# sys_ctrl_tile_flat

## src/rtl/sys_ctrl_tile_if.sv

```systemverilog
// Tile controller bus: start/abort control, weight and activation
// handshakes, and array-side status for the systolic phase controller.
interface sys_ctrl_tile_if #(
    parameter int LEN_W = 16
);
    logic             start;
    logic             reuse_w;
    logic [LEN_W-1:0] stream_len;
    logic             abort;
    logic             w_valid;
    logic             w_ready;
    logic             a_valid;
    logic             a_ready;
    logic             ctrl_out;
    logic             ps_valid;
    logic             busy;
    logic             done;
    logic [2:0]       state;

    modport master (
        output start, reuse_w, stream_len, abort,
        output w_valid, a_valid,
        input  w_ready, a_ready, ctrl_out,
        input  ps_valid, busy, done, state
    );

    modport slave (
        input  start, reuse_w, stream_len, abort,
        input  w_valid, a_valid,
        output w_ready, a_ready, ctrl_out,
        output ps_valid, busy, done, state
    );
endinterface

```

## src/rtl/sys_ctrl_tile.sv

```systemverilog
// Phase controller for an H x W weight-stationary systolic array:
// preload, stream, drain, done, with weight reuse and abort.
module sys_ctrl_tile #(
    parameter int H     = 32,
    parameter int W     = 32,
    parameter int LEN_W = 16
) (
    input  logic           clk,
    input  logic           rst,
    sys_ctrl_tile_if.slave bus
);
    localparam int D  = H + W - 1;
    localparam int DW = $clog2(D + 1);
    localparam int WW = (H > 1) ? $clog2(H) : 1;

    typedef enum logic [2:0] {
        S_IDLE   = 3'd0,
        S_LOAD   = 3'd1,
        S_STREAM = 3'd2,
        S_DRAIN  = 3'd3,
        S_DONE   = 3'd4
    } state_e;

    state_e           state_q, state_d;
    logic [LEN_W-1:0] len_q, len_d;
    logic             wgt_q, wgt_d;
    logic [WW-1:0]    wcnt_q, wcnt_d;
    logic [LEN_W-1:0] acnt_q, acnt_d;
    logic [DW-1:0]    dcnt_q, dcnt_d;
    logic [D-1:0]     pipe_q, pipe_d;

    logic w_fire, a_fire;
    logic w_last, a_last, d_last;
    logic hit, kill;

    // abort wins over any handshake presented in the same cycle
    assign w_fire = bus.w_valid & bus.w_ready & ~bus.abort;
    assign a_fire = bus.a_valid & bus.a_ready & ~bus.abort;
    assign w_last = w_fire & (wcnt_q == WW'(H - 1));
    assign a_last = a_fire & (acnt_q == len_q - LEN_W'(1));
    assign d_last = (dcnt_q == DW'(D - 1));
    assign hit    = bus.reuse_w & wgt_q;
    assign kill   = bus.abort & (state_q != S_IDLE);

    always_ff @(posedge clk) begin
        if (rst) begin
            state_q <= S_IDLE;
            len_q   <= '0;
            wgt_q   <= 1'b0;
            wcnt_q  <= '0;
            acnt_q  <= '0;
            dcnt_q  <= '0;
            pipe_q  <= '0;
        end else begin
            state_q <= state_d;
            len_q   <= len_d;
            wgt_q   <= wgt_d;
            wcnt_q  <= wcnt_d;
            acnt_q  <= acnt_d;
            dcnt_q  <= dcnt_d;
            pipe_q  <= pipe_d;
        end
    end

    always_comb begin
        state_d = state_q;
        case (state_q)
            S_IDLE: begin
                if (bus.start) begin
                    if (hit)
                        state_d = (bus.stream_len != '0) ? S_STREAM : S_DONE;
                    else
                        state_d = S_LOAD;
                end
            end
            S_LOAD: begin
                if (bus.abort)
                    state_d = S_IDLE;
                else if (w_last)
                    state_d = (len_q != '0) ? S_STREAM : S_DONE;
            end
            S_STREAM: begin
                if (bus.abort)
                    state_d = S_IDLE;
                else if (a_last)
                    state_d = S_DRAIN;
            end
            S_DRAIN: begin
                if (bus.abort)
                    state_d = S_IDLE;
                else if (d_last)
                    state_d = S_DONE;
            end
            S_DONE:  state_d = S_IDLE;
            default: state_d = S_IDLE;
        endcase
    end

    always_comb begin
        len_d  = len_q;
        wgt_d  = wgt_q;
        wcnt_d = wcnt_q;
        acnt_d = acnt_q;
        dcnt_d = '0;
        pipe_d = (pipe_q << 1) | D'(a_fire);
        if (state_q == S_IDLE && bus.start) begin
            len_d = bus.stream_len;
            if (!hit)
                wgt_d = 1'b0;
        end
        if (w_fire)
            wcnt_d = w_last ? '0 : wcnt_q + 1'b1;
        if (w_last)
            wgt_d = 1'b1;
        if (a_fire)
            acnt_d = a_last ? '0 : acnt_q + 1'b1;
        if (state_q == S_DRAIN && !d_last)
            dcnt_d = dcnt_q + 1'b1;
        // resident weights survive an abort once preload has finished
        if (kill) begin
            wcnt_d = '0;
            acnt_d = '0;
            dcnt_d = '0;
            pipe_d = '0;
        end
    end

    always_comb begin
        bus.w_ready  = 1'b0;
        bus.a_ready  = 1'b0;
        bus.ctrl_out = 1'b0;
        bus.done     = 1'b0;
        bus.busy     = (state_q != S_IDLE);
        bus.state    = state_q;
        bus.ps_valid = pipe_q[D-1];
        case (state_q)
            S_LOAD: begin
                bus.w_ready  = 1'b1;
                bus.ctrl_out = 1'b1;
            end
            S_STREAM: bus.a_ready = 1'b1;
            S_DONE:   bus.done    = 1'b1;
            default: ;
        endcase
    end
endmodule

```

## src/flat_wrapper.sv

```systemverilog
// flat-port wrapper written by rule: the top's interface ports become plain ports
module sys_ctrl_tile_flat 
#(
    parameter int H     = 32,
    parameter int W     = 32,
    parameter int LEN_W = 16
)
  (clk, rst, bus_start, bus_reuse_w, bus_stream_len, bus_abort, bus_w_valid, bus_a_valid, bus_w_ready, bus_a_ready, bus_ctrl_out, bus_ps_valid, bus_busy, bus_done, bus_state);
  sys_ctrl_tile_if #(.LEN_W(LEN_W)) bus_i ();
  input  logic clk;
  input  logic rst;
  input wire logic [$bits(bus_i.start)-1:0] bus_start;
  input wire logic [$bits(bus_i.reuse_w)-1:0] bus_reuse_w;
  input wire logic [$bits(bus_i.stream_len)-1:0] bus_stream_len;
  input wire logic [$bits(bus_i.abort)-1:0] bus_abort;
  input wire logic [$bits(bus_i.w_valid)-1:0] bus_w_valid;
  input wire logic [$bits(bus_i.a_valid)-1:0] bus_a_valid;
  output wire logic [$bits(bus_i.w_ready)-1:0] bus_w_ready;
  output wire logic [$bits(bus_i.a_ready)-1:0] bus_a_ready;
  output wire logic [$bits(bus_i.ctrl_out)-1:0] bus_ctrl_out;
  output wire logic [$bits(bus_i.ps_valid)-1:0] bus_ps_valid;
  output wire logic [$bits(bus_i.busy)-1:0] bus_busy;
  output wire logic [$bits(bus_i.done)-1:0] bus_done;
  output wire logic [$bits(bus_i.state)-1:0] bus_state;
  assign bus_i.start = bus_start;
  assign bus_i.reuse_w = bus_reuse_w;
  assign bus_i.stream_len = bus_stream_len;
  assign bus_i.abort = bus_abort;
  assign bus_i.w_valid = bus_w_valid;
  assign bus_i.a_valid = bus_a_valid;
  assign bus_w_ready = bus_i.w_ready;
  assign bus_a_ready = bus_i.a_ready;
  assign bus_ctrl_out = bus_i.ctrl_out;
  assign bus_ps_valid = bus_i.ps_valid;
  assign bus_busy = bus_i.busy;
  assign bus_done = bus_i.done;
  assign bus_state = bus_i.state;
  sys_ctrl_tile #(.H(H), .W(W), .LEN_W(LEN_W)) u_core (.clk(clk), .rst(rst), .bus(bus_i));
endmodule
```

## config.mk

```make
export PLATFORM = sky130hd
export DESIGN_NAME = sys_ctrl_tile_flat
export DESIGN_NICKNAME = d
export VERILOG_FILES = /design/src/rtl/sys_ctrl_tile_if.sv /design/src/rtl/sys_ctrl_tile.sv /design/src/flat_wrapper.sv
export SDC_FILE = /design/constraint.sdc
export NUM_CORES = 1
export LEC_CHECK = 0
export ABC_AREA = 1
export ABC_CLOCK_PERIOD_IN_PS = 2000
export CAP_MARGIN = 0
export CORE_ASPECT_RATIO = 0.75
export CORE_UTILIZATION = 58
export CTS_CLUSTER_DIAMETER = 200
export DETAILED_ROUTE_END_ITERATION = 7
export MAX_ROUTING_LAYER = met4
export PLACE_DENSITY = 0.79
export SYNTH_ARGS = -nofsm -noshare
export SYNTH_HDL_FRONTEND = slang
export SYNTH_SLANG_ARGS = --single-unit
```

## constraint.sdc

```tcl
create_clock -name clk -period 2 [get_ports clk]
set_input_delay 0.5 -clock clk [delete_from_list [all_inputs] [get_ports clk]]
set_output_delay 0.5 -clock clk [all_outputs]
set_load 0.05 [all_outputs]
```

==> sys_ctrl_tile_flat/io_fan.png <==
(2 px per micron)
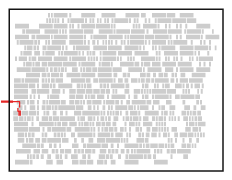
legend:
  `bus_done`:
    colour: red
    bits: 1
    direction: output
    edge: left
    end_cells: 1
    buffers: 1
    wire: 9.90 microns
boundary pin count: 32
buffers added on ports: 31

==> sys_ctrl_tile_flat/placement.png <==
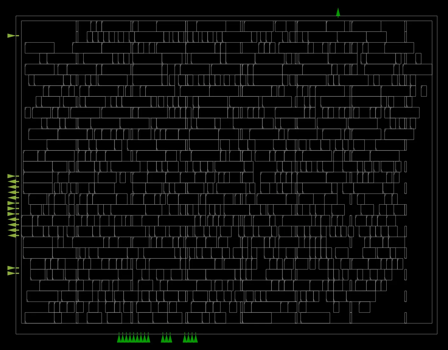
final sequential cell count: 110
post-route core utilization: 73.56%
core area: 7883 sq um
filler cell count: 601

==> summary.txt <==
The run has ended; figures from its reports follow.

The number of warning messages in the yosys log is 0. The aggregate global routing overflow is 0. The clock network accounts for 26.6% of the total power. Counting the clock-network buffers in the layout gives 11. The total clock sinks came out at 110. The run finished, with violations left. The maximum number of pins on one net before global-route repair came out at 45. The tool warning count came out at 29.

The mean instance size in the synthesized netlist is 7.575 sq um. Overall routing resource usage recorded by global route was a little over a quarter. Of all cell types, the one taking the most synthesized area is sky130_fd_sc_hd__dfxtp_1.

The most prevalent standard cell on the critical path is sky130_fd_sc_hd__nand2_1. The reg2reg setup slack came out at -0.005 ns. The hold buffer count at cts came out at 0.

The power report attributes to the sequential group a share of 49.8%. Clock cells make up around 3.0% of the layout cell area. The area of all sequential standard cells came out at 2212 sq um. The proportion of layout cells with a drive suffix above 1 came out at 20.77%. Among cell families on the critical path, the largest total delay comes from simple AND/OR/NAND/NOR gates. Per the finish-stage timing summary, setup violations number 1. The worst setup path is launched from a flip-flop. The least setup slack across all paths after layout came out at -0.005207 ns. The initial core utilization is about three fifths. The final reports fail on setup timing. Per the Yosys statistics, synthesis produced 623 cells. The number of global-route vias before repair is approximately 3600. Setup repair after global routing could not meet its margin everywhere.

The DRC violations left is 0.
[metrics by stage]
stage          setup slack [ns]  area [sq um]
2_1_floorplan           0.01892          4750
3_3_place_gp            -0.2436          5415
3_5_place_dp            -0.3402          5415
4_1_cts                0.001798          5658
5_1_grt                 -0.1069          5798
6_report              -0.005207          5798
[power groups by stage]
| stage | registers [mW] | logic (mW) | clock network, mW |
|---|---|---|---|
| 2_1_floorplan | 2.35 | 0.608 | 0 |
| 3_3_place_gp | 2.35 | 0.960 | 0 |
| 3_5_place_dp | 2.35 | 0.970 | 0 |
| 4_1_cts | 2.30 | 1.02 | 1.25 |
| 5_1_grt | 2.31 | 1.18 | 1.34 |
| 6_report | 2.31 | 1.09 | 1.23 |
[routing by layer]
metal	up-vias	GRT usage (%)	wire length, microns
met2	100	40.58	4699
li1	2065	-	-
met4	0	6.667	164
met5	-	-	0
met3	19	5.357	517
met1	1830	35.05	5033
[cell usage in the layout, fill, tap and decap left out, drive strengths merged, types with 7 or more instances in the layout]
master           n
ha               7
o21ai           16
nand4           14
buf             52
nand2          103
nand3           30
clkbuf          11
clkdlybuf4s50   21
xor2            16
inv            113
dfxtp          110
nor3            14
nor2           120
a21oi           35

# edge_detect_scheduler

==> config.mk <==
export PLATFORM = sky130hd
export DESIGN_NAME = edge_detect_scheduler
export DESIGN_NICKNAME = d
export VERILOG_FILES = /design/src/rtl/edge_detect_scheduler.sv
export SDC_FILE = /design/constraint.sdc
export NUM_CORES = 1
export LEC_CHECK = 0
export CORE_MARGIN = 5
export CORE_UTILIZATION = 30
export DETAILED_ROUTE_END_ITERATION = 16
export PLACE_DENSITY = 0.53
export SLEW_MARGIN = 25
export SYNTH_ARGS = -nofsm -noshare
export SYNTH_HDL_FRONTEND = slang
export SYNTH_SLANG_ARGS = --single-unit
export TNS_END_PERCENT = 1
==> constraint.sdc <==
create_clock -name clk -period 2.6 [get_ports clk]
set_input_delay 0.26 -clock clk [delete_from_list [all_inputs] [get_ports clk]]
set_output_delay 0.26 -clock clk [all_outputs]
set_load 0.02 [all_outputs]
==> src/rtl/edge_detect_scheduler.sv <==
`default_nettype none
// ============================================================================
// Module      : edge_detect_scheduler
// Description : One Mealy transition detector time-shared by N_CH serial bit
//               channels. A round-robin arbiter takes at most one sample per
//               cycle, runs it through the channel's stored detector state
//               and posts the result on a valid/ready output register.
// Revision    : 1.0 - initial release
// ============================================================================
module edge_detect_scheduler #(
  parameter int N_CH  = 4,
  parameter int CH_W  = 2,
  parameter int CNT_W = 8
) (
  input  logic             clk,
  input  logic             rst,
  input  logic [N_CH-1:0]  ch_valid,
  input  logic [N_CH-1:0]  ch_bit,
  output logic [N_CH-1:0]  ch_ready,
  input  logic [N_CH-1:0]  ch_clr,
  output logic             res_valid,
  input  logic             res_ready,
  output logic [CH_W-1:0]  res_ch,
  output logic             res_bit,
  output logic             res_out,
  output logic [CNT_W-1:0] edge_cnt
);

  // Detector state per channel; the unused 2'b00 encoding behaves like INIT
  // because only LAST0/LAST1 can ever produce an output.
  typedef enum logic [1:0] {
    ST_INIT  = 2'b01,
    ST_LAST0 = 2'b10,
    ST_LAST1 = 2'b11
  } det_state_e;

  localparam logic [CH_W:0]    c_n_ch    = (CH_W+1)'(N_CH);
  localparam logic [CNT_W-1:0] c_cnt_max = {CNT_W{1'b1}};
  localparam logic [CH_W-1:0]  c_ptr_rst = CH_W'(N_CH - 1);

  det_state_e      r_state [N_CH];
  logic [CH_W-1:0] r_ptr;

  logic            w_slot_free;
  logic            w_gnt_found;
  logic [CH_W-1:0] w_gnt_idx;
  logic [CH_W:0]   w_sum;
  logic [CH_W-1:0] w_idx;
  logic            w_bit;
  logic            w_out;

  // The result register can accept a new sample when empty or being drained.
  assign w_slot_free = !res_valid || res_ready;

  // Round-robin search from pointer+1, wrapping modulo N_CH; cleared channels
  // are skipped so their sample stays pending at the source.
  always_comb begin
    w_gnt_found = 1'b0;
    w_gnt_idx   = '0;
    w_sum       = '0;
    w_idx       = '0;
    ch_ready    = '0;
    if (w_slot_free) begin
      for (int k = 1; k <= N_CH; k++) begin
        w_sum = {1'b0, r_ptr} + (CH_W+1)'(k);
        if (w_sum >= c_n_ch) begin
          w_sum = w_sum - c_n_ch;
        end
        w_idx = w_sum[CH_W-1:0];
        if (!w_gnt_found && ch_valid[w_idx] && !ch_clr[w_idx]) begin
          w_gnt_found = 1'b1;
          w_gnt_idx   = w_idx;
        end
      end
      if (w_gnt_found) begin
        ch_ready[w_gnt_idx] = 1'b1;
      end
    end
  end

  // Mealy output for the granted sample: a change from the last seen bit.
  always_comb begin
    w_bit = ch_bit[w_gnt_idx];
    w_out = ((r_state[w_gnt_idx] == ST_LAST0) &&  w_bit) ||
            ((r_state[w_gnt_idx] == ST_LAST1) && !w_bit);
  end

  // Per-channel detector state: clear wins over a same-cycle grant.
  always_ff @(posedge clk) begin
    if (rst) begin
      for (int i = 0; i < N_CH; i++) begin
        r_state[i] <= ST_INIT;
      end
    end else begin
      for (int i = 0; i < N_CH; i++) begin
        if (ch_clr[i]) begin
          r_state[i] <= ST_INIT;
        end else if (w_gnt_found && (w_gnt_idx == CH_W'(i))) begin
          r_state[i] <= w_bit ? ST_LAST1 : ST_LAST0;
        end
      end
    end
  end

  // Arbitration pointer moves only on a grant so idle cycles keep the order.
  always_ff @(posedge clk) begin
    if (rst) begin
      r_ptr <= c_ptr_rst;
    end else if (w_gnt_found) begin
      r_ptr <= w_gnt_idx;
    end
  end

  // Result register: load on grant, release on consume, otherwise hold.
  always_ff @(posedge clk) begin
    if (rst) begin
      res_valid <= 1'b0;
      res_ch    <= '0;
      res_bit   <= 1'b0;
      res_out   <= 1'b0;
    end else if (w_gnt_found) begin
      res_valid <= 1'b1;
      res_ch    <= w_gnt_idx;
      res_bit   <= w_bit;
      res_out   <= w_out;
    end else if (res_ready) begin
      res_valid <= 1'b0;
    end
  end

  // Saturating count of detected transitions entering the result register.
  always_ff @(posedge clk) begin
    if (rst) begin
      edge_cnt <= '0;
    end else if (w_gnt_found && w_out && (edge_cnt != c_cnt_max)) begin
      edge_cnt <= edge_cnt + 1'b1;
    end
  end

endmodule
`default_nettype wire

==> edge_detect_scheduler/wires.png <==
(6 px per micron) Two of the layers only.
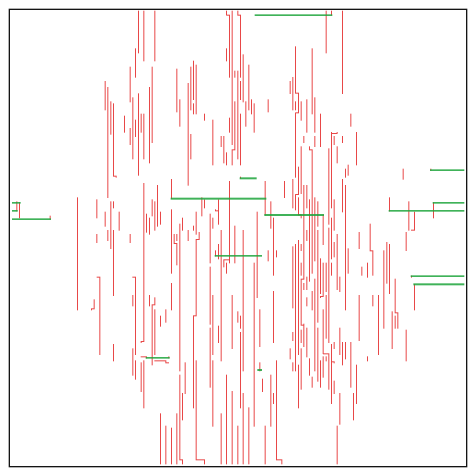
legend:
  metal 2:
    colour: red
    wire_length: 1680 microns
  metal 3:
    colour: green
    wire_length: 99.6 microns
overall fraction of global-route tracks in use: 12.47%
routed vias: 1221
detail-routed net length per standard cell: 13.80 microns

==> summary.txt <==
The run has ended; figures from its reports follow.

In the final layout, the multi-input gates occupy approximately 730 sq um. The tool warning count is 27. The area share of the largest cell type after synthesis came out at 22.99%. The highest fanout seen on the critical path came out at 3. The multi-input combinational gate total came out at 110.

The capturing instance or port of the critical path is ch_ready[0]. The number of vias per cell after detailed routing is 4.943. The commonest cells after synthesis are sky130_fd_sc_hd__nand2_1, sky130_fd_sc_hd__dfxtp_1, sky130_fd_sc_hd__nor2_1. The count of endpoints failing hold in the final timing report came out at 0.

The inverter count of the layout excluding clock inverters is 7. The full die area came out at 5774 sq um. The run finished with clean final reports.

The worst path required time is 2.34 ns. In this run the post-CTS setup repair buffer count came out at 0. Looking at the VDD voltage map, the peak drop is 0.3463 mV. The area of all sequential standard cells is ~540 sq um. The proportion of layout cells with a drive suffix above 1 came out at about 18%. TritonCTS built the clock tree.
==> edge_detect_scheduler/io_fan.png <==
(4 px per micron)
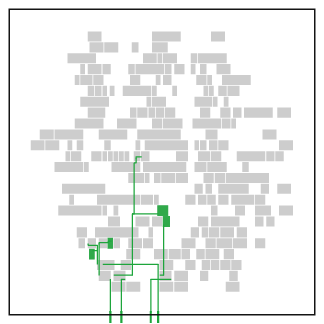
legend:
  `ch_ready`:
    colour: green
    bits: 4
    direction: output
    edge: bottom
    end_cells: 4
    buffers: 4
    wire: 133 microns
boundary pin count: 32
buffers added on ports: 31

==> cells by family after synthesis <==
family | count (synthesis)
AND/OR/NAND/NOR | 66
AND-OR/OR-AND | 33
flip-flops | 23
buffers and inverters | 11
XOR/XNOR | 5
multiplexers | 5
adder cells (fa/ha/maj) | 1
==> per-layer routing <==
metal  global-route usage (%)  vias up  part of all wire (%)
met2                    20.89       18                    49
met3                    2.719        4                   2.9
met4                    3.203        0                   1.3
met1                    16.11      571                    47
li1                         -      628                     -
met5                        0        -                     0
==> report_power, final <==
part | switching [mW] | leakage [nW] | total (mW) | internal (mW)
clock | 0.121 | 0.0217 | 0.230 | 0.109
combinational | 0.126 | 0.497 | 0.252 | 0.126
sequential | 0.0172 | 0.198 | 0.411 | 0.394
==> critical path, cell delays in order <==
cell and delay (ns):
sky130_fd_sc_hd__clkdlybuf4s50_1 0.47, sky130_fd_sc_hd__nor2b_1 0.21, sky130_fd_sc_hd__and4b_1 0.23, sky130_fd_sc_hd__or2_2 0.32
sky130_fd_sc_hd__nor3b_1 0.32, sky130_fd_sc_hd__dlygate4sd2_1 0.38


## Gallery

Cells by drive strength.
Plate I
(4 px per micron)
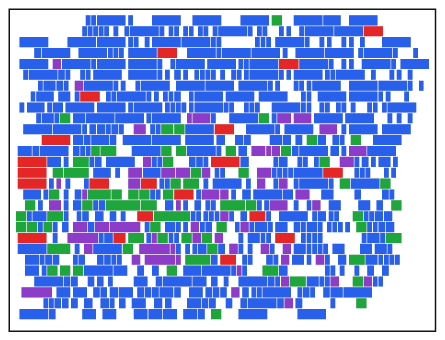
Plate II
(6 px per micron)
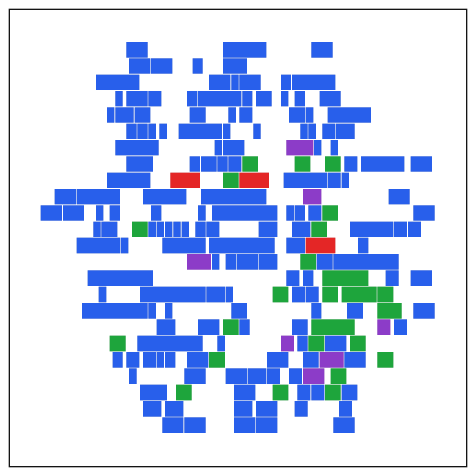
- Plate I = sys_ctrl_tile_flat
- Plate II = edge_detect_scheduler

Key to Plate II:
legend:
  _2 cells:
    colour: purple
    cells: 7
    share: 3.6%
  _3 and _4 cells:
    colour: green
    cells: 25
    share: 13%
  _6 and larger:
    colour: red
    cells: 3
    share: 1.5%
  _0 and _1 cells:
    colour: blue
    cells: 160
    share: 82%

Power figures rest on the tool's default switching activity, not on a simulated workload.
